# alu_result_serializer

**alu_result_serializer: placement view**

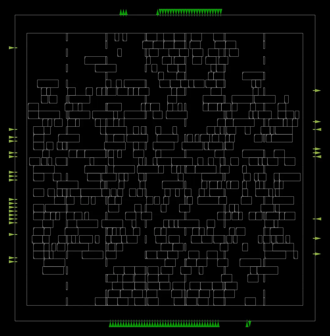

$ cat src/rtl/alu_result_serializer.sv
// alu_result_serializer
// Captures one ALU unit result (arith > logic > cmp > shift) and sends it as a
// valid/ready byte stream: a header byte, then the result bytes LSB-first.
// Only one frame is buffered. Any result that cannot be taken is dropped and
// recorded on the sticky OVERFLOW flag.
module alu_result_serializer #(
    parameter int unsigned DATA_WIDTH = 16
) (
    input  logic                    CLK,
    input  logic                    RST,
    input  logic [2*DATA_WIDTH-1:0] ARITH_OUT,
    input  logic                    CARRY_OUT,
    input  logic                    ARITH_FLAG,
    input  logic [DATA_WIDTH-1:0]   LOGIC_OUT,
    input  logic                    LOGIC_FLAG,
    input  logic [DATA_WIDTH-1:0]   CMP_OUT,
    input  logic                    CMP_FLAG,
    input  logic [DATA_WIDTH-1:0]   SHIFT_OUT,
    input  logic                    SHIFT_FLAG,
    output logic [7:0]              TX_DATA,
    output logic                    TX_VALID,
    input  logic                    TX_READY,
    output logic                    BUSY,
    output logic                    OVERFLOW,
    input  logic                    CLR_OVF
);

    localparam int unsigned PW = 2 * DATA_WIDTH;
    localparam int unsigned CW = $clog2(PW / 8 + 1);

    localparam logic [CW-1:0] ARITH_BYTES = CW'(PW / 8);
    localparam logic [CW-1:0] UNIT_BYTES  = CW'(DATA_WIDTH / 8);

    typedef enum logic [1:0] {
        IDLE,
        HDR,
        DATA
    } state_t;

    state_t         state, state_next;
    logic [PW-1:0]  payload, payload_next;
    logic [CW-1:0]  nbytes, nbytes_next;
    logic [CW-1:0]  idx, idx_next;
    logic [7:0]     tx_data_q, tx_data_next;
    logic           tx_valid_q, tx_valid_next;
    logic           ovf_q, ovf_next;
    logic           any_flag;
    logic           drop;

    assign any_flag = ARITH_FLAG | LOGIC_FLAG | CMP_FLAG | SHIFT_FLAG;

    // Next-state, capture, byte selection and drop detection.
    // The payload shifts right on every data transfer, so the next byte to
    // send is always sitting in payload[15:8] when the current one goes out.
    always_comb begin
        state_next   = state;
        payload_next = payload;
        nbytes_next  = nbytes;
        idx_next     = idx;
        tx_data_next = tx_data_q;
        drop         = 1'b0;

        unique case (state)
            IDLE: begin
                idx_next     = '0;
                tx_data_next = '0;
                if (ARITH_FLAG) begin
                    payload_next = ARITH_OUT;
                    nbytes_next  = ARITH_BYTES;
                    tx_data_next = {4'h1, 3'b000, CARRY_OUT};
                    state_next   = HDR;
                    drop         = LOGIC_FLAG | CMP_FLAG | SHIFT_FLAG;
                end else if (LOGIC_FLAG) begin
                    payload_next                 = '0;
                    payload_next[DATA_WIDTH-1:0] = LOGIC_OUT;
                    nbytes_next                  = UNIT_BYTES;
                    tx_data_next                 = 8'h20;
                    state_next                   = HDR;
                    drop                         = CMP_FLAG | SHIFT_FLAG;
                end else if (CMP_FLAG) begin
                    payload_next                 = '0;
                    payload_next[DATA_WIDTH-1:0] = CMP_OUT;
                    nbytes_next                  = UNIT_BYTES;
                    tx_data_next                 = 8'h30;
                    state_next                   = HDR;
                    drop                         = SHIFT_FLAG;
                end else if (SHIFT_FLAG) begin
                    payload_next                 = '0;
                    payload_next[DATA_WIDTH-1:0] = SHIFT_OUT;
                    nbytes_next                  = UNIT_BYTES;
                    tx_data_next                 = 8'h40;
                    state_next                   = HDR;
                end
            end
            HDR: begin
                drop = any_flag;
                if (TX_READY) begin
                    state_next   = DATA;
                    idx_next     = '0;
                    tx_data_next = payload[7:0];
                end
            end
            DATA: begin
                drop = any_flag;
                if (TX_READY) begin
                    if (idx == nbytes - CW'(1)) begin
                        state_next   = IDLE;
                        idx_next     = '0;
                        tx_data_next = '0;
                    end else begin
                        idx_next     = idx + CW'(1);
                        payload_next = payload >> 8;
                        tx_data_next = payload[15:8];
                    end
                end
            end
            default: begin
                state_next = IDLE;
            end
        endcase

        tx_valid_next = (state_next != IDLE);

        if (drop) begin
            ovf_next = 1'b1;
        end else if (CLR_OVF) begin
            ovf_next = 1'b0;
        end else begin
            ovf_next = ovf_q;
        end
    end

    // State and output registers with synchronous active-low reset.
    always_ff @(posedge CLK) begin
        if (!RST) begin
            state      <= IDLE;
            payload    <= '0;
            nbytes     <= '0;
            idx        <= '0;
            tx_data_q  <= '0;
            tx_valid_q <= 1'b0;
            ovf_q      <= 1'b0;
        end else begin
            state      <= state_next;
            payload    <= payload_next;
            nbytes     <= nbytes_next;
            idx        <= idx_next;
            tx_data_q  <= tx_data_next;
            tx_valid_q <= tx_valid_next;
            ovf_q      <= ovf_next;
        end
    end

    assign TX_DATA  = tx_data_q;
    assign TX_VALID = tx_valid_q;
    assign BUSY     = (state != IDLE);
    assign OVERFLOW = ovf_q;

endmodule

$ cat config.mk
export PLATFORM = sky130hd
export DESIGN_NAME = alu_result_serializer
export DESIGN_NICKNAME = d
export VERILOG_FILES = /design/src/rtl/alu_result_serializer.sv
export SDC_FILE = /design/constraint.sdc
export NUM_CORES = 1
export LEC_CHECK = 0
export CORE_AREA = 4 4 101 103
export CTS_CLUSTER_SIZE = 30
export DETAILED_ROUTE_END_ITERATION = 8
export DIE_AREA = 0 0 105 107
export PLACE_DENSITY_LB_ADDON = 0.1
export RECOVER_POWER = 100
export SETUP_SLACK_MARGIN = 0.2
export SLEW_MARGIN = 5
export SYNTH_ARGS = -nofsm -noshare
export SYNTH_HDL_FRONTEND = slang
export SYNTH_SLANG_ARGS = --single-unit
$ cat constraint.sdc
create_clock -name CLK -period 3.5 [get_ports CLK]
set_clock_uncertainty 0.05 [all_clocks]
set_input_delay 0.7 -clock CLK [delete_from_list [all_inputs] [get_ports CLK]]
set_output_delay 0.7 -clock CLK [all_outputs]
set_load 0.1 [all_outputs]
# infer_sequencer

File: src/rtl/infer_seq_pkg.sv
`default_nettype none
// ---- infer_seq_pkg : state encoding and default parameters of the inference sequencer ----
// ---- Rev 1.0 ----
package infer_seq_pkg;

    typedef enum logic [2:0] {
        ST_PEND       = 3'd0,
        ST_RESET_DRAW = 3'd1,
        ST_DRAW       = 3'd2,
        ST_RESET_ACC  = 3'd3,
        ST_COMPUTE    = 3'd4,
        ST_SHOW       = 3'd5,
        ST_ERROR      = 3'd6
    } seq_state_t;

    localparam int DEF_DEBOUNCE_CYCLES = 16;
    localparam int DEF_RST_CYCLES      = 2;
    localparam int DEF_TIMEOUT_CYCLES  = 1000000;
    localparam int DEF_RESULT_W        = 4;
    localparam int DEF_HIST_DEPTH      = 4;
    localparam int DEF_AUTO_CLEAR      = 0;
    localparam int DEF_SHOW_HOLD       = 50000000;

    // One shared dwell counter; wide enough for the largest timeout/hold.
    localparam int CNT_W = 32;

endpackage
`default_nettype wire

File: src/rtl/btn_debounce.sv
`default_nettype none
// ---- btn_debounce : 2-FF synchroniser, stability debouncer, rising-edge press pulse ----
// ---- Rev 1.0 ----
module btn_debounce #(
    parameter int DEBOUNCE_CYCLES = 16
) (
    input  logic clk_i,
    input  logic rst_ni,
    input  logic btn_i,
    output logic press_o
);

    localparam int DB_W = (DEBOUNCE_CYCLES > 1) ? $clog2(DEBOUNCE_CYCLES) : 1;

    logic            sync1_q;
    logic            sync2_q;
    logic            stable_q, stable_d;
    logic            press_q, press_d;
    logic [DB_W-1:0] cnt_q, cnt_d;

    // The counter tracks consecutive samples that disagree with the accepted level.
    always_comb begin
        stable_d = stable_q;
        press_d  = 1'b0;
        cnt_d    = '0;
        if (sync2_q != stable_q) begin
            if (cnt_q == DB_W'(DEBOUNCE_CYCLES - 1)) begin
                stable_d = sync2_q;
                press_d  = sync2_q;
            end else begin
                cnt_d = cnt_q + DB_W'(1);
            end
        end
    end

    always_ff @(posedge clk_i or negedge rst_ni) begin
        if (!rst_ni) begin
            sync1_q  <= 1'b0;
            sync2_q  <= 1'b0;
            stable_q <= 1'b0;
            press_q  <= 1'b0;
            cnt_q    <= '0;
        end else begin
            sync1_q  <= btn_i;
            sync2_q  <= sync1_q;
            stable_q <= stable_d;
            press_q  <= press_d;
            cnt_q    <= cnt_d;
        end
    end

    assign press_o = press_q;

endmodule
`default_nettype wire

File: src/rtl/infer_sequencer.sv
`default_nettype none
// ---- infer_sequencer : draw -> accelerate -> show sequencer with result history and timeout ----
// ---- Rev 1.0 ----
module infer_sequencer
    import infer_seq_pkg::*;
#(
    parameter int DEBOUNCE_CYCLES = DEF_DEBOUNCE_CYCLES,
    parameter int RST_CYCLES      = DEF_RST_CYCLES,
    parameter int TIMEOUT_CYCLES  = DEF_TIMEOUT_CYCLES,
    parameter int RESULT_W        = DEF_RESULT_W,
    parameter int HIST_DEPTH      = DEF_HIST_DEPTH,
    parameter int AUTO_CLEAR      = DEF_AUTO_CLEAR,
    parameter int SHOW_HOLD       = DEF_SHOW_HOLD
) (
    input  logic                           sysClk,
    input  logic                           iRst_n,
    input  logic                           confirm,
    input  logic                           clear,
    input  logic                           acc_done,
    input  logic                           acc_overflow,
    input  logic [RESULT_W-1:0]            acc_result,
    output logic                           draw_ena,
    output logic                           draw_rstn,
    output logic                           acc_ena,
    output logic                           acc_rstn,
    output logic                           disp_ena,
    output logic [RESULT_W-1:0]            result,
    output logic                           overflow_o,
    output logic [HIST_DEPTH*RESULT_W-1:0] history,
    output logic [$clog2(HIST_DEPTH+1)-1:0] hist_count,
    output logic                           busy,
    output logic                           timeout_err
);

    localparam int HIST_W = HIST_DEPTH * RESULT_W;
    localparam int HC_W   = $clog2(HIST_DEPTH + 1);

    logic              confirm_press;
    logic              clear_press;

    seq_state_t        state_q, state_d;
    logic [CNT_W-1:0]  cnt_q, cnt_d;
    logic [RESULT_W-1:0] result_q, result_d;
    logic              ovf_q, ovf_d;
    logic [HIST_W-1:0] hist_q, hist_d;
    logic [HC_W-1:0]   hcnt_q, hcnt_d;
    logic              draw_ena_q, draw_ena_d;
    logic              draw_rstn_q, draw_rstn_d;
    logic              acc_ena_q, acc_ena_d;
    logic              acc_rstn_q, acc_rstn_d;
    logic              disp_ena_q, disp_ena_d;
    logic              busy_q, busy_d;
    logic              tmo_err_q, tmo_err_d;

    btn_debounce #(.DEBOUNCE_CYCLES(DEBOUNCE_CYCLES)) u_db_confirm (
        .clk_i   (sysClk),
        .rst_ni  (iRst_n),
        .btn_i   (confirm),
        .press_o (confirm_press)
    );

    btn_debounce #(.DEBOUNCE_CYCLES(DEBOUNCE_CYCLES)) u_db_clear (
        .clk_i   (sysClk),
        .rst_ni  (iRst_n),
        .btn_i   (clear),
        .press_o (clear_press)
    );

    always_comb begin
        state_d  = state_q;
        cnt_d    = cnt_q + CNT_W'(1);
        result_d = result_q;
        ovf_d    = ovf_q;
        hist_d   = hist_q;
        hcnt_d   = hcnt_q;

        unique case (state_q)
            ST_PEND:       state_d = ST_RESET_DRAW;
            ST_RESET_DRAW: if (cnt_q == CNT_W'(RST_CYCLES - 1)) state_d = ST_DRAW;
            ST_DRAW: begin
                if (clear_press)        state_d = ST_RESET_DRAW;
                else if (confirm_press) state_d = ST_RESET_ACC;
            end
            ST_RESET_ACC:  if (cnt_q == CNT_W'(RST_CYCLES - 1)) state_d = ST_COMPUTE;
            ST_COMPUTE: begin
                // Priority: user abort, then completion, then timeout.
                if (clear_press) begin
                    state_d = ST_RESET_DRAW;
                end else if (acc_done) begin
                    state_d  = ST_SHOW;
                    result_d = acc_result;
                    ovf_d    = acc_overflow;
                    hist_d   = (hist_q << RESULT_W) | HIST_W'(acc_result);
                    hcnt_d   = (hcnt_q == HC_W'(HIST_DEPTH)) ? hcnt_q : hcnt_q + HC_W'(1);
                end else if (cnt_q == CNT_W'(TIMEOUT_CYCLES - 1)) begin
                    state_d = ST_ERROR;
                end
            end
            ST_SHOW: begin
                if (clear_press) state_d = ST_RESET_DRAW;
                else if ((AUTO_CLEAR != 0) && (cnt_q == CNT_W'(SHOW_HOLD - 1)))
                    state_d = ST_RESET_DRAW;
            end
            ST_ERROR:      if (clear_press) state_d = ST_RESET_DRAW;
            default:       state_d = ST_RESET_DRAW;
        endcase

        if (state_d != state_q) cnt_d = '0;

        // Outputs are decoded from the next state so the registers line up with state_q.
        draw_ena_d  = (state_d == ST_RESET_DRAW) || (state_d == ST_DRAW);
        draw_rstn_d = (state_d != ST_RESET_DRAW);
        acc_ena_d   = (state_d == ST_RESET_ACC) || (state_d == ST_COMPUTE);
        acc_rstn_d  = (state_d != ST_RESET_ACC);
        disp_ena_d  = (state_d == ST_SHOW);
        busy_d      = (state_d == ST_RESET_ACC) || (state_d == ST_COMPUTE);
        tmo_err_d   = (state_d == ST_ERROR);
    end

    always_ff @(posedge sysClk or negedge iRst_n) begin
        if (!iRst_n) begin
            state_q     <= ST_PEND;
            cnt_q       <= '0;
            result_q    <= '0;
            ovf_q       <= 1'b0;
            hist_q      <= '0;
            hcnt_q      <= '0;
            draw_ena_q  <= 1'b0;
            draw_rstn_q <= 1'b1;
            acc_ena_q   <= 1'b0;
            acc_rstn_q  <= 1'b1;
            disp_ena_q  <= 1'b0;
            busy_q      <= 1'b0;
            tmo_err_q   <= 1'b0;
        end else begin
            state_q     <= state_d;
            cnt_q       <= cnt_d;
            result_q    <= result_d;
            ovf_q       <= ovf_d;
            hist_q      <= hist_d;
            hcnt_q      <= hcnt_d;
            draw_ena_q  <= draw_ena_d;
            draw_rstn_q <= draw_rstn_d;
            acc_ena_q   <= acc_ena_d;
            acc_rstn_q  <= acc_rstn_d;
            disp_ena_q  <= disp_ena_d;
            busy_q      <= busy_d;
            tmo_err_q   <= tmo_err_d;
        end
    end

    assign draw_ena    = draw_ena_q;
    assign draw_rstn   = draw_rstn_q;
    assign acc_ena     = acc_ena_q;
    assign acc_rstn    = acc_rstn_q;
    assign disp_ena    = disp_ena_q;
    assign result      = result_q;
    assign overflow_o  = ovf_q;
    assign history     = hist_q;
    assign hist_count  = hcnt_q;
    assign busy        = busy_q;
    assign timeout_err = tmo_err_q;

endmodule
`default_nettype wire
File: config.mk
export PLATFORM = sky130hd
export DESIGN_NAME = infer_sequencer
export DESIGN_NICKNAME = d
export VERILOG_FILES = /design/src/rtl/infer_seq_pkg.sv /design/src/rtl/btn_debounce.sv /design/src/rtl/infer_sequencer.sv
export SDC_FILE = /design/constraint.sdc
export NUM_CORES = 1
export LEC_CHECK = 0
export ABC_AREA = 1
export CAP_MARGIN = 20
export CORE_ASPECT_RATIO = 0.8
export CORE_MARGIN = 2
export CORE_UTILIZATION = 51
export CTS_CLUSTER_SIZE = 24
export DETAILED_ROUTE_END_ITERATION = 16
export PLACE_DENSITY = 0.76
export SLEW_MARGIN = 30
export SYNTH_ARGS = -nofsm -noshare
export SYNTH_HDL_FRONTEND = slang
export SYNTH_SLANG_ARGS = --single-unit
export TNS_END_PERCENT = 5
File: constraint.sdc
create_clock -name sysClk -period 1.8 [get_ports sysClk]
set_input_delay 0.36 -clock sysClk [delete_from_list [all_inputs] [get_ports sysClk]]
set_output_delay 0.36 -clock sysClk [all_outputs]
set_load 0.02 [all_outputs]
# gpu_fb

===== src/rtl/gpu_fb.sv =====
// CHIP-8/SCHIP GPU command block with an internal 1bpp framebuffer.
// Executes CLEAR and DRAW (XOR sprite blit with collision) and serves a registered scanout row.
module gpu_fb #(
  parameter int WIDTH   = 64,
  parameter int HEIGHT  = 32,
  parameter int WRAP    = 0,
  parameter int MAX_LEN = 15
) (
  input  logic                      clk,
  input  logic                      rst_n,
  input  logic [3:0]                gpu_cmd,
  input  logic [15:0]               gpu_draw_offset,
  input  logic [7:0]                gpu_draw_x,
  input  logic [7:0]                gpu_draw_y,
  input  logic [7:0]                gpu_draw_length,
  input  logic                      gpu_cmd_submitted,
  output logic                      gpu_collision,
  output logic                      gpu_ready,
  output logic                      mem_rd,
  output logic [15:0]               mem_addr,
  input  logic [7:0]                mem_data,
  input  logic [$clog2(HEIGHT)-1:0] disp_row,
  output logic [WIDTH-1:0]          disp_pixels
);

  localparam int XW = $clog2(WIDTH);
  localparam int YW = $clog2(HEIGHT);
  localparam logic [3:0] CMD_CLEAR = 4'd0;
  localparam logic [3:0] CMD_DRAW  = 4'd1;

  typedef enum logic [2:0] {WAIT_FOR_CMD, DECODE, CLEARING, READ, DATA} state_t;

  state_t         state;
  logic [3:0]     cmd_q;
  logic [15:0]    offset_q;
  logic [XW-1:0]  x_q;
  logic [YW-1:0]  y_q;
  logic [7:0]     len_q;
  logic [7:0]     r_q;
  logic [YW-1:0]  clr_row;

  logic [WIDTH-1:0] fb [HEIGHT];

  logic [15:0]      ty_full;
  logic [YW-1:0]    ty;
  logic             row_ok;
  logic [XW:0]      col;
  logic [WIDTH-1:0] sprite_mask;
  logic [WIDTH-1:0] old_row;
  logic             hit;

  assign gpu_ready = (state == WAIT_FOR_CMD);

  // Sprite row placement: one extra column bit flags overflow past the right edge.
  always_comb begin
    // NOTE: every variable gets a default before any conditional update so no latch is inferred.
    ty_full     = 16'(y_q) + 16'(r_q);
    ty          = ty_full[YW-1:0];
    row_ok      = (WRAP != 0) || (ty_full < 16'(HEIGHT));
    col         = '0;
    sprite_mask = '0;
    for (int i = 0; i < 8; i++) begin
      col = {1'b0, x_q} + (XW+1)'(i);
      if (mem_data[7-i] && ((WRAP != 0) || !col[XW]))
        sprite_mask[~col[XW-1:0]] = 1'b1;  // x=0 lives in bit WIDTH-1
    end
    old_row = fb[ty];
    hit     = |(old_row & sprite_mask);
  end

  // NOTE: the framebuffer array has no reset; CLEAR defines it, and writes are gated by the reset state.
  always_ff @(posedge clk) begin
    if (state == CLEARING)
      fb[clr_row] <= '0;
    else if (state == DATA && row_ok)
      fb[ty] <= old_row ^ sprite_mask;
  end

  // NOTE: all sequential state uses non-blocking assignments so every register samples pre-edge values.
  always_ff @(posedge clk or negedge rst_n) begin
    if (!rst_n) begin
      state         <= WAIT_FOR_CMD;
      cmd_q         <= '0;
      offset_q      <= '0;
      x_q           <= '0;
      y_q           <= '0;
      len_q         <= '0;
      r_q           <= '0;
      clr_row       <= '0;
      gpu_collision <= 1'b0;
      mem_rd        <= 1'b0;
      mem_addr      <= '0;
      disp_pixels   <= '0;
    end else begin
      disp_pixels <= fb[disp_row];
      case (state)
        WAIT_FOR_CMD: if (gpu_cmd_submitted) begin
          cmd_q    <= gpu_cmd;
          offset_q <= gpu_draw_offset;
          x_q      <= XW'(gpu_draw_x);
          y_q      <= YW'(gpu_draw_y);
          len_q    <= (gpu_draw_length > 8'(MAX_LEN)) ? 8'(MAX_LEN) : gpu_draw_length;
          state    <= DECODE;
        end
        DECODE: begin
          case (cmd_q)
            CMD_CLEAR: begin
              clr_row <= '0;
              state   <= CLEARING;
            end
            CMD_DRAW: begin
              gpu_collision <= 1'b0;
              if (len_q == 8'd0) begin
                state <= WAIT_FOR_CMD;
              end else begin
                r_q      <= '0;
                mem_rd   <= 1'b1;
                mem_addr <= offset_q;
                state    <= READ;
              end
            end
            default: state <= WAIT_FOR_CMD;
          endcase
        end
        CLEARING: begin
          clr_row <= clr_row + 1'b1;
          if (&clr_row) state <= WAIT_FOR_CMD;
        end
        READ: begin
          mem_rd <= 1'b0;
          state  <= DATA;
        end
        DATA: begin
          if (row_ok && hit) gpu_collision <= 1'b1;
          if (r_q == len_q - 8'd1) begin
            state <= WAIT_FOR_CMD;
          end else begin
            r_q      <= r_q + 8'd1;
            mem_rd   <= 1'b1;
            mem_addr <= offset_q + 16'(r_q) + 16'd1;
            state    <= READ;
          end
        end
        default: state <= WAIT_FOR_CMD;
      endcase
    end
  end

endmodule

===== config.mk =====
export PLATFORM = sky130hd
export DESIGN_NAME = gpu_fb
export DESIGN_NICKNAME = d
export VERILOG_FILES = /design/src/rtl/gpu_fb.sv
export SDC_FILE = /design/constraint.sdc
export NUM_CORES = 2
export LEC_CHECK = 0
export CAP_MARGIN = 30
export CORE_MARGIN = 8
export CORE_UTILIZATION = 35
export DETAILED_ROUTE_END_ITERATION = 16
export GPL_TIMING_DRIVEN = 1
export PLACE_DENSITY = 0.61
export SLEW_MARGIN = 20
export SYNTH_ARGS = -nofsm -noshare
export SYNTH_HDL_FRONTEND = slang
export SYNTH_SLANG_ARGS = --single-unit
export TNS_END_PERCENT = 30

===== constraint.sdc =====
create_clock -name clk -period 5.9 [get_ports clk]
set_input_delay 1.18 -clock clk [delete_from_list [all_inputs] [get_ports clk]]
set_output_delay 1.18 -clock clk [all_outputs]
set_load 0.02 [all_outputs]

**infer_sequencer: wiring by layer**

Scale: 4 px per um. Only two layers are drawn.
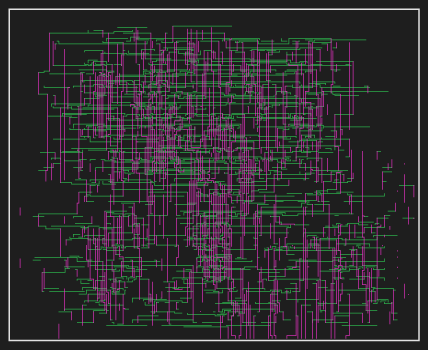
Green shows met1, wire length 4,230 um. Magenta shows met2, wire length 3,970 um.
total track usage: 22.8%
WL per Instance: 13.8 um
Vias: 3,288
Total Routed Length: 9030 um

==> results.sh, infer_sequencer <==
# physical design summary
export IMPL_synthTopLogicFamily="simple AND/OR/NAND/NOR gates"
export IMPL_yosysCellCount=473
export IMPL_max_slew_worst_pin_slew_ns=0.494
export IMPL_setup_ws_ns=-0.0997
export IMPL_ctsHoldBuffers=1
export IMPL_syn_num_nets=489
export IMPL_postSynthSeqShare_pct=49.2
export IMPL_htreeDepth=3
export IMPL_yosysMostFrequentCell="nand2_1"
export IMPL_die_width_um=102
export IMPL_setup_tns_ns=-2.50
export IMPL_async_reset_ff_share_pct=100
export IMPL_cp_endpoint="cnt_q[12]"
export IMPL_crit_required_ns=2.05
export IMPL_clkLatencyLatePin_ns=0.36
export IMPL_pin_count=41
export IMPL_setup_viol_count_final=33
export IMPL_outcome="complete, but fails checks"
export IMPL_n_antenna_cell=0
export IMPL_hold_slack_ns=0.353
export IMPL_ys_sh_xor_pct=7.59
export IMPL_muxShareOfSynthArea_pct=0
export IMPL_drc_errors=0
export IMPL_pwr_share_clk_pct=28.1
export IMPL_seqPwrFrac_pct=49.4
export IMPL_placed_area_um2=4580
export IMPL_synthDistinctLibCells=35
export IMPL_antenna_found_initial=0
export IMPL_rrSetupSlack_ns=-0.1
export IMPL_violations="negative setup slack"
export IMPL_ir_worst_vdd_mv=0.448
export IMPL_syn_inst=473
export IMPL_pwr_share_comb_pct=22.4
export IMPL_reg2reg_from="cnt_q[2]"
export IMPL_final_setup_skew_ns=0.00740
export IMPL_grt_pass1_vias=3003
export IMPL_finalClockPeriodUsage_pct=106
export IMPL_ctsRootBufferMaster="clkbuf_8"
export IMPL_power_leader="sequential cells"
export IMPL_hold_end="u_db_confirm.sync2_q"
export IMPL_dr_max_layer_used="met4"
export IMPL_worst_ep_arrival_time_ns=2.15
export IMPL_place_inst=631
export IMPL_synthesis_area_um2=3920
export IMPL_fa_ha_area_share_pct=1.91
## infer_sequencer: area by class of cell
cell class / count / area (um^2)
fillers: 638 / 2500
multi-input cells: 337 / 1790
well taps: 105 / 131
flip-flops and latches: 77 / 1930
clock inverters: 6 / 45.0
inverters: 48 / 180
repair buffers: 72 / 716
clock buffers: 10 / 128
## infer_sequencer: worst reg2reg max path: cells and delay by family (launching register included)
| kind | cells | cell delay (ns) |
|---|---|---|
| buffers and inverters | 1 | 0.17 |
| AND/OR/NAND/NOR | 10 | 1.15 |
| flip-flops | 1 | 0.47 |
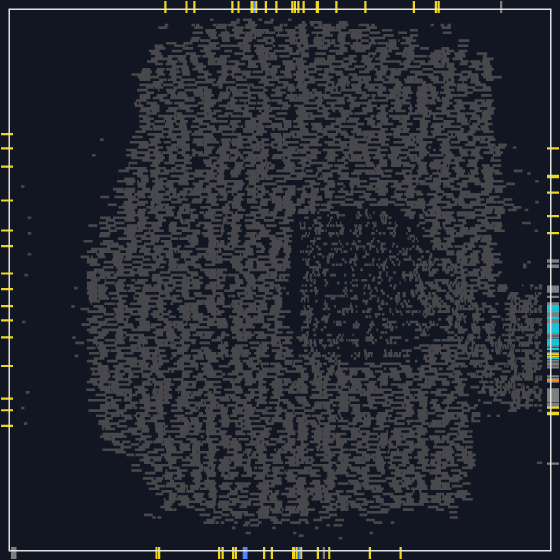
**Above:** gpu_fb (ports around the boundary).
Pins as bars across the die edge, other pins in grey.
Orange shows `gpu_ready`, pins 1, direction output, edge right. Yellow shows `disp_pixels`, pins 64, direction output, edge 22 top, 16 bottom, 15 left, 11 right. Blue shows `disp_row`, pins 5, direction input, edge 4 bottom, 1 top. Cyan shows `mem_addr`, pins 16, direction output, edge right.
All pins by edge: 78 right, 26 bottom, 24 top, 15 left.
die y size: 564 um
width of the die: 564 um

==> results.sh, gpu_fb <==
# physical design summary
export IMPL_grt_first_pass_wirelength_um=486000
export IMPL_yosysCellCount=5235
export IMPL_grt_use_met2_pct=34.1
export IMPL_synthesis_area_um2=105000
export IMPL_reg2reg_depth=16
export IMPL_nNonClkInverters=23
export IMPL_setup_tns_ns=0
export IMPL_rsz0062_at_grt="no"
export IMPL_ff_type="edfxtp_1"
export IMPL_seq_area_share_pct=52.9
export IMPL_synthTopLogicFamily="multiplexers"
export IMPL_grt_max_degree=87
export IMPL_comb_area_um2=38600
export IMPL_ys_sh_xor_pct=0.350
export IMPL_clockBufferCount=302
export IMPL_reg2reg_from="y_q[0]"
export IMPL_antenna_found_initial=12
export IMPL_syn_num_nets=5382
export IMPL_syn_area_per_cell_um2=20.1
export IMPL_drc_errors=0
export IMPL_clkCellAreaFrac_pct=6.19
export IMPL_cts_tree="yes"
export IMPL_wl_um=347000
export IMPL_port_buffers=137
export IMPL_outcome="completed"
export IMPL_final_setup_skew_ns=0.0607
export IMPL_cts_sinks=2185
export IMPL_met3_usage_pct=3.75
export IMPL_edf_count=2048
export IMPL_ir_worst_vdd_mv=0.317
export IMPL_crit_path_end_kind="flop"
export IMPL_crit_start="y_q[0]"
export IMPL_final_cell_mix="edfxtp_1, mux4_2, buf_4"
export IMPL_die_area_um2=318000
export IMPL_cts_buffers=235
gpu_fb: worst max-delay path: stages (launching register included):
cell and delay [ns]:
dfrtp_1 0.42, ha_4 0.19, fa_4 0.47, a21o_1 0.23, a21oi_2 0.29, xor2_4 0.25, buf_12 0.19, buf_4 0.42
mux4_2 0.56, mux2_2 0.29, ha_1 0.25, nor4_1 0.52, nand4_1 0.39, buf_4 0.25, or4_1 0.63, a21oi_1 0.20
nor2_1 0.05
gpu_fb: report_power, final:
group / internal, mW / switching, mW
logic: 9.31 / 11.4
clock network: 8.58 / 6.22
registers: 17.7 / 0.355
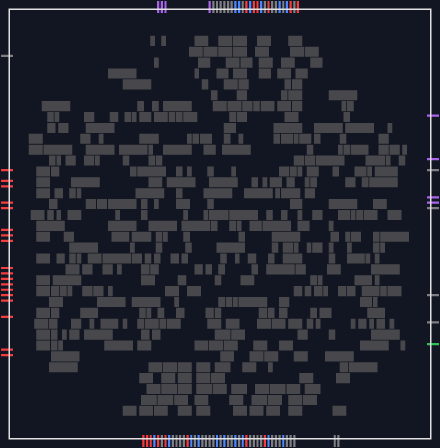
**Above:** alu_result_serializer (ports around the boundary).
Scale: 4 px per um. Pins as bars across the die edge, other pins in grey.
Red shows `ARITH_OUT`, pins 32, direction input, edge 18 left, 8 bottom, 6 top. Purple shows `TX_DATA`, pins 8, direction output, edge 4 right, 4 top. Blue shows `SHIFT_OUT`, pins 16, direction input, edge 10 bottom, 6 top. Green shows `TX_VALID`, pins 1, direction output, edge right.
All pins by edge: 44 bottom, 28 top, 19 left, 9 right.
count of buffers from port buffering: 99
width of the die: 105 um
die y size: 107 um

Notes on 'placement view' of alu_result_serializer above:
Seq cells: 49
final cell count without fillers: 527
Seq/total area: 25.7%

==> results.sh, alu_result_serializer <==
# physical design summary
export IMPL_cts_setup_buffers=0
export IMPL_hold_start="payload[4]"
export IMPL_hold_viol_final=0
export IMPL_warning_count=29
export IMPL_leakagePower_nw=1.36
export IMPL_clkLatencyLatePin_ns=0.31
export IMPL_setup_tns_ns=0
export IMPL_p_seq_uw=706
export IMPL_ff_type="dfxtp_1"
export IMPL_crit_start="state[0]"
export IMPL_edf_count=0
export IMPL_critical_path_class="reg2out"
export IMPL_drive_gt1_share_pct=7.93
export IMPL_outcome="completed"
export IMPL_setup_viol_count_final=0
export IMPL_syn_area_per_cell_um2=8.29
export IMPL_synth_flops=49
export IMPL_reg2reg_depth=7
export IMPL_ctsRootBufferMaster="clkbuf_8"
export IMPL_drt_iter0_drc=103
export IMPL_pin_count=100
export IMPL_max_slew_worst_pin_slew_ns=1.18
export IMPL_cts_tree="yes"
export IMPL_placed_area_um2=3790
export IMPL_antenna_found_initial=0
[alu_result_serializer: registers in the layout, indices dropped and copies added (netlist names)]
signal	flops
payload	32
TX_DATA	8
idx	3
nbytes	2
state	2
OVERFLOW	1
TX_VALID	1
[alu_result_serializer: area by class of cell]
| type | instances | area (um^2) | area share (%) |
|---|---|---|---|
| clock inverter | 3 | 22.5 | 0.591 |
| timing repair buffer | 110 | 1020 | 26.9 |
| inverter | 6 | 22.5 | 0.591 |
| multi-input combinational | 243 | 1550 | 40.8 |
| clock buffer | 5 | 68.8 | 1.81 |
| tap | 111 | 139 | 3.64 |
| sequential | 49 | 981 | 25.7 |

# instr_dispatch_fsm

`config.mk`:
```
export PLATFORM = sky130hd
export DESIGN_NAME = instr_dispatch_fsm
export DESIGN_NICKNAME = d
export VERILOG_FILES = /design/src/rtl/instr_dispatch_fsm_pkg.sv /design/src/rtl/instr_dispatch_fsm_timeout_ctr.sv /design/src/rtl/instr_dispatch_fsm.sv
export SDC_FILE = /design/constraint.sdc
export NUM_CORES = 1
export LEC_CHECK = 0
export CORE_UTILIZATION = 49
export CTS_CLUSTER_DIAMETER = 200
export DETAILED_ROUTE_END_ITERATION = 8
export GPL_TIMING_DRIVEN = 0
export PLACE_DENSITY_LB_ADDON = 0.3
export SYNTH_ARGS = -nofsm -noshare
export SYNTH_HDL_FRONTEND = slang
export SYNTH_HIERARCHICAL = 1
export SYNTH_SLANG_ARGS = --single-unit
```
`constraint.sdc`:
```
create_clock -name clk -period 7 [get_ports clk]
set_clock_uncertainty 0.05 [all_clocks]
set_input_delay 0.7 -clock clk [delete_from_list [all_inputs] [get_ports clk]]
set_output_delay 0.7 -clock clk [all_outputs]
set_load 0.1 [all_outputs]
```
`src/rtl/instr_dispatch_fsm_pkg.sv`:
```
// Shared constants and types for the instruction dispatcher and its helpers.
package cpu_ctrl_pkg;

  // Opcode map
  localparam logic [3:0] OP_NOP    = 4'h0;
  localparam logic [3:0] OP_ALU_LO = 4'h1;
  localparam logic [3:0] OP_ALU_HI = 4'h7;
  localparam logic [3:0] OP_MOVE   = 4'h8;
  localparam logic [3:0] OP_HALT   = 4'hF;

  // Register index map
  localparam logic [5:0] REG_R0 = 6'd0;
  localparam logic [5:0] REG_R1 = 6'd1;
  localparam logic [5:0] REG_R2 = 6'd2;
  localparam logic [5:0] REG_R3 = 6'd3;
  localparam logic [5:0] REG_P0 = 6'd4;
  localparam logic [5:0] REG_P1 = 6'd5;

  // Error causes reported on err_code
  localparam logic [1:0] ERR_NONE    = 2'd0;
  localparam logic [1:0] ERR_ILLEGAL = 2'd1;
  localparam logic [1:0] ERR_TIMEOUT = 2'd2;
  localparam logic [1:0] ERR_BADREG  = 2'd3;

  typedef enum logic [3:0] {
    ST_IDLE      = 4'd0,
    ST_FETCH     = 4'd1,
    ST_WAIT_MEM  = 4'd2,
    ST_DECODE    = 4'd3,
    ST_ISSUE     = 4'd4,
    ST_WAIT_DONE = 4'd5,
    ST_NEXT      = 4'd6,
    ST_HALTED    = 4'd7,
    ST_ERROR     = 4'd8
  } disp_state_e;

  function automatic logic is_alu_op(input logic [3:0] op);
    return (op >= OP_ALU_LO) && (op <= OP_ALU_HI);
  endfunction

  // Ri may address R0..P0, Rj may address R0..P1
  function automatic logic regs_ok(input logic [5:0] ri, input logic [5:0] rj);
    return (ri <= REG_P0) && (rj <= REG_P1);
  endfunction

endpackage

```
`src/rtl/instr_dispatch_fsm_timeout_ctr.sv`:
```
// Cycle counter bounding the wait for a controller's done.
module dispatch_timeout_ctr #(
  parameter int unsigned TIMEOUT = 16
) (
  input  logic clk_i,
  input  logic rst_ni,
  input  logic clear_i,
  input  logic enable_i,
  output logic expired_o
);

  localparam int unsigned CW = $clog2(TIMEOUT + 1);

  logic [CW-1:0] cnt_q, cnt_d;

  // Clear loads 1 so the start-pulse cycle is part of the budget; expired
  // flags the cycle at whose edge the count reaches TIMEOUT.
  always_comb begin
    cnt_d = cnt_q;
    if (clear_i) begin
      cnt_d = CW'(1);
    end else if (enable_i) begin
      cnt_d = cnt_q + CW'(1);
    end
  end

  // Count register
  always_ff @(posedge clk_i or negedge rst_ni) begin
    if (!rst_ni) begin
      cnt_q <= '0;
    end else begin
      cnt_q <= cnt_d;
    end
  end

  assign expired_o = enable_i && (cnt_q >= CW'(TIMEOUT - 1));

endmodule

```
`src/rtl/instr_dispatch_fsm.sv`:
```
// Fetch/decode/dispatch sequencer driving the ALU and move controllers.
module instr_dispatch_fsm
  import cpu_ctrl_pkg::*;
#(
  parameter int unsigned PC_W    = 8,
  parameter int unsigned TIMEOUT = 16,
  parameter logic [3:0]  HALT_OP = 4'hF
) (
  input  logic            clk,
  input  logic            reset,
  input  logic            run,
  input  logic            step,
  input  logic            err_clr,
  output logic [PC_W-1:0] imem_addr,
  output logic            imem_rd,
  input  logic [15:0]     imem_data,
  output logic [3:0]      opCode,
  output logic [5:0]      Ri,
  output logic [5:0]      Rj,
  output logic            alu_start,
  input  logic            alu_done,
  output logic            mov_start,
  input  logic            mov_done,
  output logic [PC_W-1:0] pc,
  output logic            busy,
  output logic            halted,
  output logic            err,
  output logic [1:0]      err_code
);

  disp_state_e     state_q, state_d;
  logic [PC_W-1:0] pc_q, pc_d;
  logic [15:0]     ir_q, ir_d;
  logic [1:0]      err_code_q, err_code_d;
  logic            sstep_q, sstep_d;
  logic            ctr_clear, ctr_en, ctr_expired;
  logic            op_is_alu, unit_done;

  assign opCode    = ir_q[15:12];
  assign Ri        = ir_q[11:6];
  assign Rj        = ir_q[5:0];
  assign op_is_alu = is_alu_op(opCode);
  assign unit_done = op_is_alu ? alu_done : mov_done;

  dispatch_timeout_ctr #(.TIMEOUT(TIMEOUT)) u_timeout (
    .clk_i     (clk),
    .rst_ni    (reset),
    .clear_i   (ctr_clear),
    .enable_i  (ctr_en),
    .expired_o (ctr_expired)
  );

  // Next-state, register updates and strobes
  always_comb begin
    state_d    = state_q;
    pc_d       = pc_q;
    ir_d       = ir_q;
    err_code_d = err_code_q;
    sstep_d    = sstep_q;
    imem_rd    = 1'b0;
    alu_start  = 1'b0;
    mov_start  = 1'b0;
    ctr_clear  = 1'b0;
    ctr_en     = 1'b0;
    unique case (state_q)
      ST_IDLE: begin
        if (run || step) begin
          state_d = ST_FETCH;
          sstep_d = step;
        end
      end
      ST_FETCH: begin
        imem_rd = 1'b1;
        state_d = ST_WAIT_MEM;
      end
      ST_WAIT_MEM: begin
        ir_d    = imem_data;
        state_d = ST_DECODE;
      end
      ST_DECODE: begin
        if (opCode == HALT_OP) begin
          state_d = ST_HALTED;
        end else if (opCode == OP_NOP) begin
          state_d = ST_NEXT;
        end else if (op_is_alu || (opCode == OP_MOVE)) begin
          if (regs_ok(Ri, Rj)) begin
            state_d = ST_ISSUE;
          end else begin
            state_d    = ST_ERROR;
            err_code_d = ERR_BADREG;
          end
        end else begin
          state_d    = ST_ERROR;
          err_code_d = ERR_ILLEGAL;
        end
      end
      ST_ISSUE: begin
        alu_start = op_is_alu;
        mov_start = !op_is_alu;
        ctr_clear = 1'b1;
        state_d   = ST_WAIT_DONE;
      end
      ST_WAIT_DONE: begin
        ctr_en = 1'b1;
        if (unit_done) begin
          state_d = ST_NEXT;
        end else if (ctr_expired) begin
          state_d    = ST_ERROR;
          err_code_d = ERR_TIMEOUT;
        end
      end
      ST_NEXT: begin
        pc_d = pc_q + PC_W'(1);
        if (run && !sstep_q) begin
          state_d = ST_FETCH;
        end else begin
          state_d = ST_IDLE;
          sstep_d = 1'b0;
        end
      end
      ST_HALTED: begin
        state_d = ST_HALTED;
      end
      ST_ERROR: begin
        if (err_clr) begin
          state_d    = ST_IDLE;
          err_code_d = ERR_NONE;
        end
      end
      default: begin
        state_d = ST_IDLE;
      end
    endcase
  end

  // State and datapath registers
  always_ff @(posedge clk or negedge reset) begin
    if (!reset) begin
      state_q    <= ST_IDLE;
      pc_q       <= '0;
      ir_q       <= '0;
      err_code_q <= '0;
      sstep_q    <= 1'b0;
    end else begin
      state_q    <= state_d;
      pc_q       <= pc_d;
      ir_q       <= ir_d;
      err_code_q <= err_code_d;
      sstep_q    <= sstep_d;
    end
  end

  assign imem_addr = pc_q;
  assign pc        = pc_q;
  assign err_code  = err_code_q;
  assign halted    = (state_q == ST_HALTED);
  assign err       = (state_q == ST_ERROR);
  assign busy      = !((state_q == ST_IDLE) || (state_q == ST_HALTED) || (state_q == ST_ERROR));

endmodule

```
# sat_solver_ctrl

**src/rtl/sat_pkg.sv**
```systemverilog
// Shared definitions for the SAT solve sequencer.
// Contents: default sizing, decision-level typedef, controller state enum
// and a saturating-increment helper used by the event counters.
package sat_pkg;

    localparam int unsigned VAR_NUM_DEF = 8;
    localparam int unsigned LVL_W_DEF   = $clog2(VAR_NUM_DEF + 1);
    localparam int unsigned CNT_W_DEF   = 32;
    // Widest counter the saturating helper supports.
    localparam int unsigned SAT_W       = 64;

    typedef logic [LVL_W_DEF-1:0] level_t;

    typedef enum logic [2:0] {
        S_IDLE,
        S_INIT,
        S_BCP_WAIT,
        S_DECIDE,
        S_BT_SCAN,
        S_BT_WAIT,
        S_DONE
    } state_e;

    // Increment v, sticking at max_v (the all-ones value of the caller's width).
    function automatic logic [SAT_W-1:0] sat_inc(input logic [SAT_W-1:0] v,
                                                 input logic [SAT_W-1:0] max_v);
        return (v >= max_v) ? v : v + SAT_W'(1);
    endfunction

endpackage

```
**src/rtl/bcp_join.sv**
```systemverilog
// Sticky completion collector for the parallel BCP channels.
// Ports: clk, rst (sync, active-high); clear drops all recorded state;
// en gates acceptance of done pulses; done/conflict are per-channel inputs;
// all_done/any_conflict include the current cycle's accepted pulses so the
// controller can react in the same cycle the last channel reports.
module bcp_join #(
    parameter int unsigned N = 2
) (
    input  logic         clk,
    input  logic         rst,
    input  logic         clear,
    input  logic         en,
    input  logic [N-1:0] done,
    input  logic [N-1:0] conflict,
    output logic         all_done,
    output logic         any_conflict
);

    logic [N-1:0] done_q, done_d;
    logic         conf_q, conf_d;
    logic [N-1:0] acc_c;

    // Only the first done of each channel counts; its conflict is sampled with it.
    always_comb begin
        acc_c        = en ? (done & ~done_q) : '0;
        all_done     = en & (&(done_q | acc_c));
        any_conflict = conf_q | (|(acc_c & conflict));
        done_d       = clear ? '0 : (done_q | acc_c);
        conf_d       = clear ? 1'b0 : any_conflict;
    end

    always_ff @(posedge clk) begin
        if (rst) begin
            done_q <= '0;
            conf_q <= 1'b0;
        end else begin
            done_q <= done_d;
            conf_q <= conf_d;
        end
    end

endmodule

```
**src/rtl/sat_solver_ctrl.sv**
```systemverilog
// Solve sequencer: init -> BCP (NUM_BCP channels) -> decide, with chronological
// backtracking over per-level flip bits, reporting SAT/UNSAT.
// Ports: clk, rst (sync, active-high); sat_start/sat/sat_finish/sat_timeout
// external handshake; initial_*, decide_*, bcp_*, backtrack_* engine
// handshakes; decision_level and conflict_count status.
// Optional feature: define SAT_TIMEOUT_EN to abort when the busy-cycle count
// reaches max_cycles (0 disables); otherwise sat_timeout is 0, max_cycles unused.
module sat_solver_ctrl
    import sat_pkg::*;
#(
    parameter int unsigned VAR_NUM = VAR_NUM_DEF,
    parameter int unsigned NUM_BCP = 2,
    parameter int unsigned LVL_W   = $clog2(VAR_NUM + 1),
    parameter int unsigned CNT_W   = CNT_W_DEF
) (
    input  logic               clk,
    input  logic               rst,
    input  logic               sat_start,
    output logic               sat,
    output logic               sat_finish,
    output logic               sat_timeout,
    input  logic [CNT_W-1:0]   max_cycles,
    output logic               initial_request,
    input  logic               initial_finish,
    output logic               decide_request,
    input  logic               decide_done,
    input  logic               decide_none,
    output logic [NUM_BCP-1:0] bcp_request,
    input  logic [NUM_BCP-1:0] bcp_done,
    input  logic [NUM_BCP-1:0] bcp_conflict,
    output logic               backtrack_request,
    output logic [LVL_W-1:0]   backtrack_level,
    input  logic               backtrack_done,
    output logic [LVL_W-1:0]   decision_level,
    output logic [CNT_W-1:0]   conflict_count
);

    state_e               state_q, state_d;
    logic                 sat_q, sat_d;
    logic                 fin_q, fin_d;
    logic                 to_q, to_d;
    logic                 init_req_q, init_req_d;
    logic                 dec_req_q, dec_req_d;
    logic [NUM_BCP-1:0]   bcp_req_q, bcp_req_d;
    logic                 bt_req_q, bt_req_d;
    logic [LVL_W-1:0]     bt_lvl_q, bt_lvl_d;
    logic [LVL_W-1:0]     level_q, level_d;
    logic [VAR_NUM:0]     flip_q, flip_d;      // bit 0 never set: level 0 has no decision
    logic [CNT_W-1:0]     conf_q, conf_d;
    logic                 join_clear_c, join_en_c, all_done_c, any_conf_c;

`ifdef SAT_TIMEOUT_EN
    logic [CNT_W-1:0]     cyc_q, cyc_d;
`else
    logic                 unused_max_cycles;
    assign unused_max_cycles = ^max_cycles;
`endif

    // Channel dones are accepted only in BCP_WAIT and not alongside our own request.
    assign join_clear_c = (state_q != S_BCP_WAIT);
    assign join_en_c    = (state_q == S_BCP_WAIT) && (bcp_req_q == '0);

    bcp_join #(.N(NUM_BCP)) u_join (
        .clk          (clk),
        .rst          (rst),
        .clear        (join_clear_c),
        .en           (join_en_c),
        .done         (bcp_done),
        .conflict     (bcp_conflict),
        .all_done     (all_done_c),
        .any_conflict (any_conf_c)
    );

    // Next-state and registered-output logic.
    always_comb begin
        state_d    = state_q;
        sat_d      = sat_q;
        fin_d      = fin_q;
        to_d       = to_q;
        init_req_d = 1'b0;
        dec_req_d  = 1'b0;
        bcp_req_d  = '0;
        bt_req_d   = 1'b0;
        bt_lvl_d   = bt_lvl_q;
        level_d    = level_q;
        flip_d     = flip_q;
        conf_d     = conf_q;
`ifdef SAT_TIMEOUT_EN
        cyc_d      = cyc_q;
`endif

        case (state_q)
            S_IDLE, S_DONE: begin
                if (sat_start) begin
                    init_req_d = 1'b1;
                    sat_d      = 1'b0;
                    fin_d      = 1'b0;
                    to_d       = 1'b0;
                    bt_lvl_d   = '0;
                    level_d    = '0;
                    flip_d     = '0;
                    conf_d     = '0;
`ifdef SAT_TIMEOUT_EN
                    cyc_d      = '0;
`endif
                    state_d    = S_INIT;
                end
            end
            S_INIT: begin
                if (initial_finish) begin
                    bcp_req_d = '1;
                    state_d   = S_BCP_WAIT;
                end
            end
            S_BCP_WAIT: begin
                if (all_done_c) begin
                    if (any_conf_c) begin
                        conf_d  = CNT_W'(sat_inc(SAT_W'(conf_q), SAT_W'({CNT_W{1'b1}})));
                        state_d = S_BT_SCAN;
                    end else begin
                        dec_req_d = 1'b1;
                        state_d   = S_DECIDE;
                    end
                end
            end
            S_DECIDE: begin
                // No free variable, or already at the deepest level: satisfiable.
                if (decide_none || (decide_done && level_q == LVL_W'(VAR_NUM))) begin
                    sat_d   = 1'b1;
                    fin_d   = 1'b1;
                    state_d = S_DONE;
                end else if (decide_done) begin
                    level_d                       = level_q + LVL_W'(1);
                    flip_d[level_q + LVL_W'(1)]   = 1'b0;
                    bcp_req_d                     = '1;
                    state_d                       = S_BCP_WAIT;
                end
            end
            S_BT_SCAN: begin
                if (level_q == '0) begin
                    sat_d   = 1'b0;
                    fin_d   = 1'b1;
                    state_d = S_DONE;
                end else if (flip_q[level_q]) begin
                    // Both polarities tried at this level: pop it.
                    flip_d[level_q] = 1'b0;
                    level_d         = level_q - LVL_W'(1);
                end else begin
                    flip_d[level_q] = 1'b1;
                    bt_lvl_d        = level_q;
                    bt_req_d        = 1'b1;
                    state_d         = S_BT_WAIT;
                end
            end
            S_BT_WAIT: begin
                if (backtrack_done) begin
                    bcp_req_d = '1;
                    state_d   = S_BCP_WAIT;
                end
            end
            default: state_d = S_IDLE;
        endcase

`ifdef SAT_TIMEOUT_EN
        // Budget exhaustion overrides whatever the busy state decided this cycle.
        if (state_q != S_IDLE && state_q != S_DONE) begin
            cyc_d = CNT_W'(sat_inc(SAT_W'(cyc_q), SAT_W'({CNT_W{1'b1}})));
            if (max_cycles != '0 && cyc_d >= max_cycles) begin
                state_d   = S_DONE;
                sat_d     = 1'b0;
                fin_d     = 1'b1;
                to_d      = 1'b1;
                dec_req_d = 1'b0;
                bcp_req_d = '0;
                bt_req_d  = 1'b0;
            end
        end
`endif
    end

    // State and output registers.
    always_ff @(posedge clk) begin
        if (rst) begin
            state_q    <= S_IDLE;
            sat_q      <= 1'b0;
            fin_q      <= 1'b0;
            to_q       <= 1'b0;
            init_req_q <= 1'b0;
            dec_req_q  <= 1'b0;
            bcp_req_q  <= '0;
            bt_req_q   <= 1'b0;
            bt_lvl_q   <= '0;
            level_q    <= '0;
            flip_q     <= '0;
            conf_q     <= '0;
`ifdef SAT_TIMEOUT_EN
            cyc_q      <= '0;
`endif
        end else begin
            state_q    <= state_d;
            sat_q      <= sat_d;
            fin_q      <= fin_d;
            to_q       <= to_d;
            init_req_q <= init_req_d;
            dec_req_q  <= dec_req_d;
            bcp_req_q  <= bcp_req_d;
            bt_req_q   <= bt_req_d;
            bt_lvl_q   <= bt_lvl_d;
            level_q    <= level_d;
            flip_q     <= flip_d;
            conf_q     <= conf_d;
`ifdef SAT_TIMEOUT_EN
            cyc_q      <= cyc_d;
`endif
        end
    end

    assign sat               = sat_q;
    assign sat_finish        = fin_q;
    assign sat_timeout       = to_q;
    assign initial_request   = init_req_q;
    assign decide_request    = dec_req_q;
    assign bcp_request       = bcp_req_q;
    assign backtrack_request = bt_req_q;
    assign backtrack_level   = bt_lvl_q;
    assign decision_level    = level_q;
    assign conflict_count    = conf_q;

endmodule

```
**config.mk**
```make
export PLATFORM = sky130hd
export DESIGN_NAME = sat_solver_ctrl
export DESIGN_NICKNAME = d
export VERILOG_FILES = /design/src/rtl/sat_pkg.sv /design/src/rtl/bcp_join.sv /design/src/rtl/sat_solver_ctrl.sv
export SDC_FILE = /design/constraint.sdc
export NUM_CORES = 1
export LEC_CHECK = 0
export CORE_MARGIN = 2
export CORE_UTILIZATION = 40
export DETAILED_ROUTE_END_ITERATION = 10
export PLACE_DENSITY = 0.68
export SLEW_MARGIN = 20
export SYNTH_ARGS = -nofsm -noshare
export SYNTH_HDL_FRONTEND = slang
export SYNTH_SLANG_ARGS = --single-unit
```
**constraint.sdc**
```tcl
create_clock -name clk -period 3.55 [get_ports clk]
set_input_delay 0.5325 -clock clk [delete_from_list [all_inputs] [get_ports clk]]
set_output_delay 0.5325 -clock clk [all_outputs]
set_load 0.005 [all_outputs]
```
**instr_dispatch_fsm: ports around the boundary**

Scale: 8 px per um. Pins as bars across the die edge, other pins in grey.
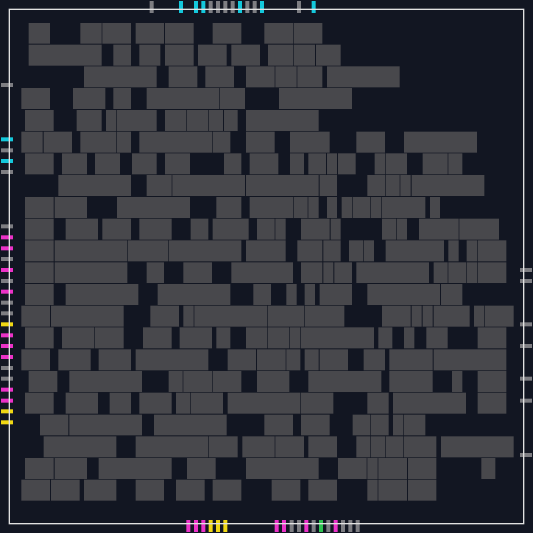
Green shows `alu_done`, pins 1, direction input, edge bottom. Magenta shows `imem_data`, pins 16, direction input, edge 9 left, 7 bottom. Yellow shows `Ri`, pins 6, direction output, edge 3 bottom, 3 left. Cyan shows `imem_addr`, pins 8, direction output, edge 6 top, 2 left.
All pins by edge: 24 left, 18 bottom, 14 top, 7 right.
die y size: 64.1 um
count of buffers from port buffering: 62
width of the die: 64.1 um

==> results.sh, instr_dispatch_fsm <==
# physical design summary
export IMPL_simple_gate_area_share_pct=16.8
export IMPL_synth_flops=36
export IMPL_core_um2=3690
export IMPL_setup_ws_ns=3.47
export IMPL_warning_count=26
export IMPL_hold_viol_final=0
export IMPL_regMostFlops="ir_q"
export IMPL_max_stage_delay_ns=1.16
export IMPL_cts_path_max_buffers=2
export IMPL_met2_length_um=2090
export IMPL_comb_share_pct=32.9
export IMPL_clkLatencyLatePin_ns=0.28
export IMPL_nets=261
export IMPL_cts_tree="yes"
export IMPL_nNonClkInverters=6
export IMPL_final_cell_area_um2=2650
export IMPL_grt_max_degree=37
export IMPL_pin_count=63
export IMPL_logic_gate_count=110
export IMPL_setup_viol_count_final=0
export IMPL_outcome="completed"
export IMPL_met3_usage_pct=5.54
export IMPL_drive_gt1_share_pct=21.6
export IMPL_cp_start_kind="flop"
export IMPL_rrSetupSlack_ns=4.43
export IMPL_slew_headroom_pct=33.6
export IMPL_fin_util_pct=71.9
export IMPL_yosys_area_um2=1890
export IMPL_comb_area_um2=873
export IMPL_fill_cells=301
export IMPL_drt_iter0_drc=77
export IMPL_clockBufferCount=5
export IMPL_ff_type="dfrtp_1"
export IMPL_min_period_ns=3.53
export IMPL_grt_ovfl_total=0
export IMPL_dr_wl_met3_um=212
export IMPL_worst_ep_arrival_time_ns=2.78
export IMPL_die_area_um2=4110
export IMPL_ys_warn_count=6
export IMPL_syn_to_final_growth_pct=40.4
export IMPL_max_slew_worst_pin_slew_ns=0.993
export IMPL_ys_sh_xor_pct=3.71
export IMPL_hold_class="in2async"
export IMPL_fa_ha_area_share_pct=1.99
export IMPL_drc_errors=0
==> instr_dispatch_fsm: final timing paths <==
| path | to | cells past startpoint | startpoint |
|---|---|---|---|
| hold / removal | err_code[0] | 1 | reset |
| setup reg to reg | err_code[1] | 10 | state_q[3] |
| min in group clk | imem_addr[7] | 1 | imem_addr[7] |
| max in group asynchronous | imem_addr[7] | 1 | reset |
| setup / recovery | alu_start | 4 | state_q[0] |
| hold reg to reg | imem_addr[7] | 1 | imem_addr[7] |
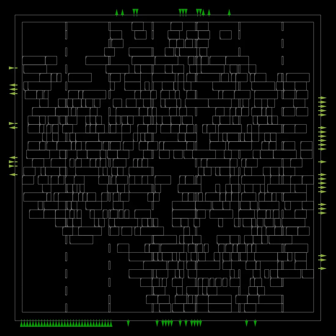
**Above:** sat_solver_ctrl (placement view).
fill cell count: 841
utilization after layout: 50.3%

==> results.sh, sat_solver_ctrl <==
# physical design summary
export IMPL_rsz0062_at_grt="no"
export IMPL_critical_path_class="reg2reg"
export IMPL_synthesis_area_um2=3490
export IMPL_ctsHoldBuffers=0
export IMPL_pre_cts_ws_ns=0.435
export IMPL_comb_area_um2=2100
export IMPL_initCoreUtil_pct=40.7
export IMPL_nNonClkInverters=9
export IMPL_gr_usage_met1_pct=24.7
export IMPL_viasPerCell=5.84
export IMPL_outcome="completed"
export IMPL_drv_slew=0
export IMPL_async_reset_ff_share_pct=0
export IMPL_antenna_found_initial=0
export IMPL_ys_sh_xor_pct=2.26
export IMPL_top_area_share_pct=34.9
export IMPL_routabilityCongestion=0.908
export IMPL_die_height_um=97.5
export IMPL_ctsRootBufferMaster="clkbuf_8"
export IMPL_crit_path_end_kind="flop"
export IMPL_rrSetupSlack_ns=0.65
export IMPL_synthTopLogicFamily="simple AND/OR/NAND/NOR gates"
export IMPL_worst_r2r_endpoint="decision_level[2]"
export IMPL_die_width_um=97.5
export IMPL_placementRows=34
export IMPL_postSynthSeqShare_pct=34.9
sat_solver_ctrl: routing by layer:
metal	vias to the layer above	routed length [um]
li1	1720	-
met1	1617	4020
met2	136	4350
met3	23	591
met4	0	230
met5	-	0
sat_solver_ctrl: placed cells by master, fill, tap and decap left out, types with 10 or more instances in the layout:
cell and count:
nor2_1 44, clkbuf_8 11, nand2_1 43, or3_1 10
o21ai_0 18, buf_4 11, nand3_1 17, a21oi_1 36
nor4_1 11, clkdlybuf4s50_1 57, nand4_1 10, dfxtp_1 61


## Gallery

A small window of the routed layout.
image #1
Region (29, 29) to (69, 69) um. Cells in grey, sequential cells in the stronger grey; small squares are vias.
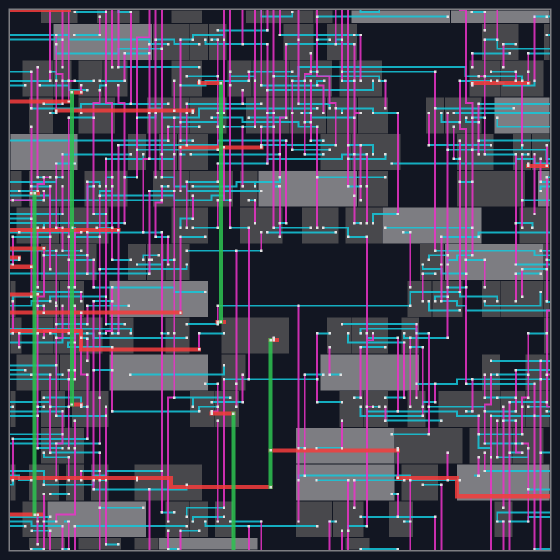
image #2
Region (12, 12) to (52, 52) um. Cells in grey, sequential cells in the stronger grey; small squares are vias.
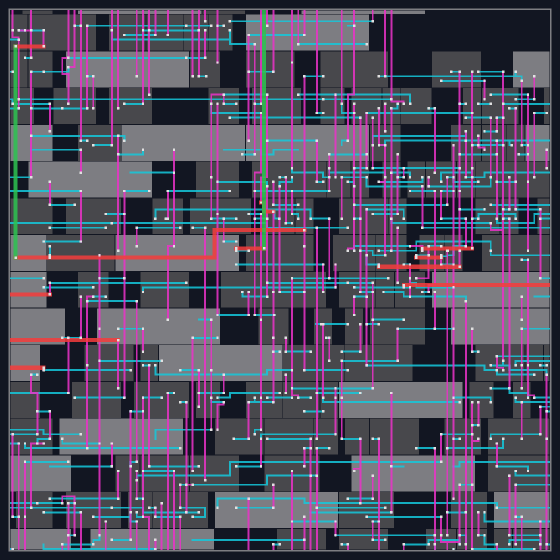
image #3
Region (262, 262) to (302, 302) um. Cells in grey, sequential cells in the stronger grey; small squares are vias.
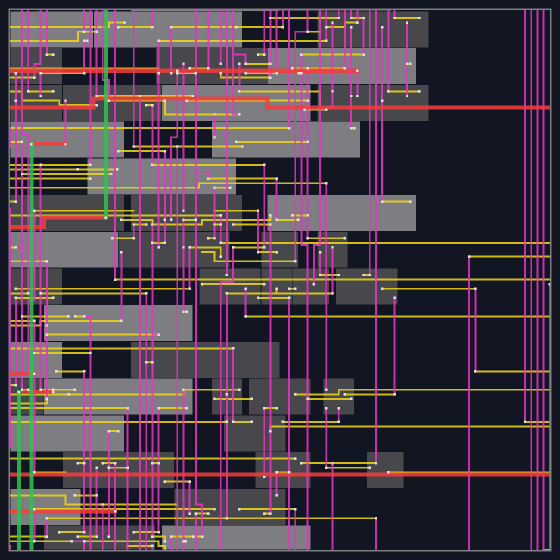
image #4
Region (31, 21) to (71, 61) um. Cells in grey, sequential cells in the stronger grey; small squares are vias.
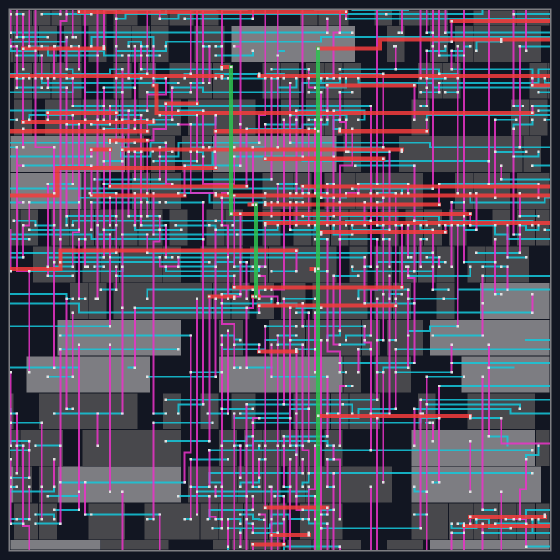
image #5
Region (32, 34) to (72, 74) um. Cells in grey, sequential cells in the stronger grey; small squares are vias.
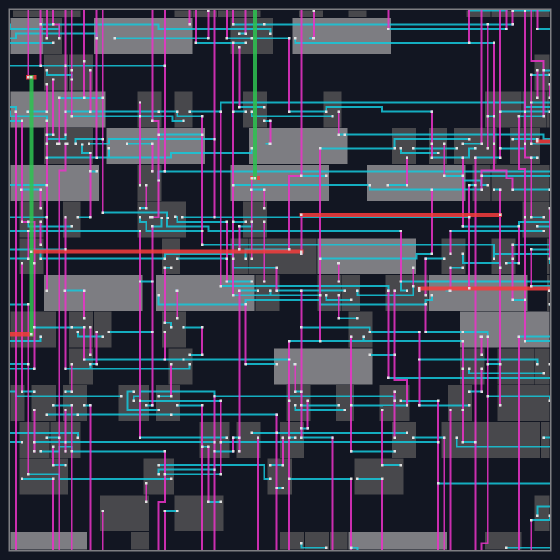
image #3: gpu_fb
image #4: infer_sequencer
image #1: sat_solver_ctrl
image #5: alu_result_serializer
image #2: instr_dispatch_fsm

Key to image #2:
Green shows met4. Cyan shows met1. Magenta shows met2. Red shows met3.
Sequential cells in the window: 15. 118 logic cells have their middle in the window. Most frequent: dfrtp_1 (15), clkdlybuf4s50_1 (12), nor2_1 (11). Netlist names of flops here include `ir_q` (5), `u_timeout/cnt_q` (5), `imem_addr` (3).

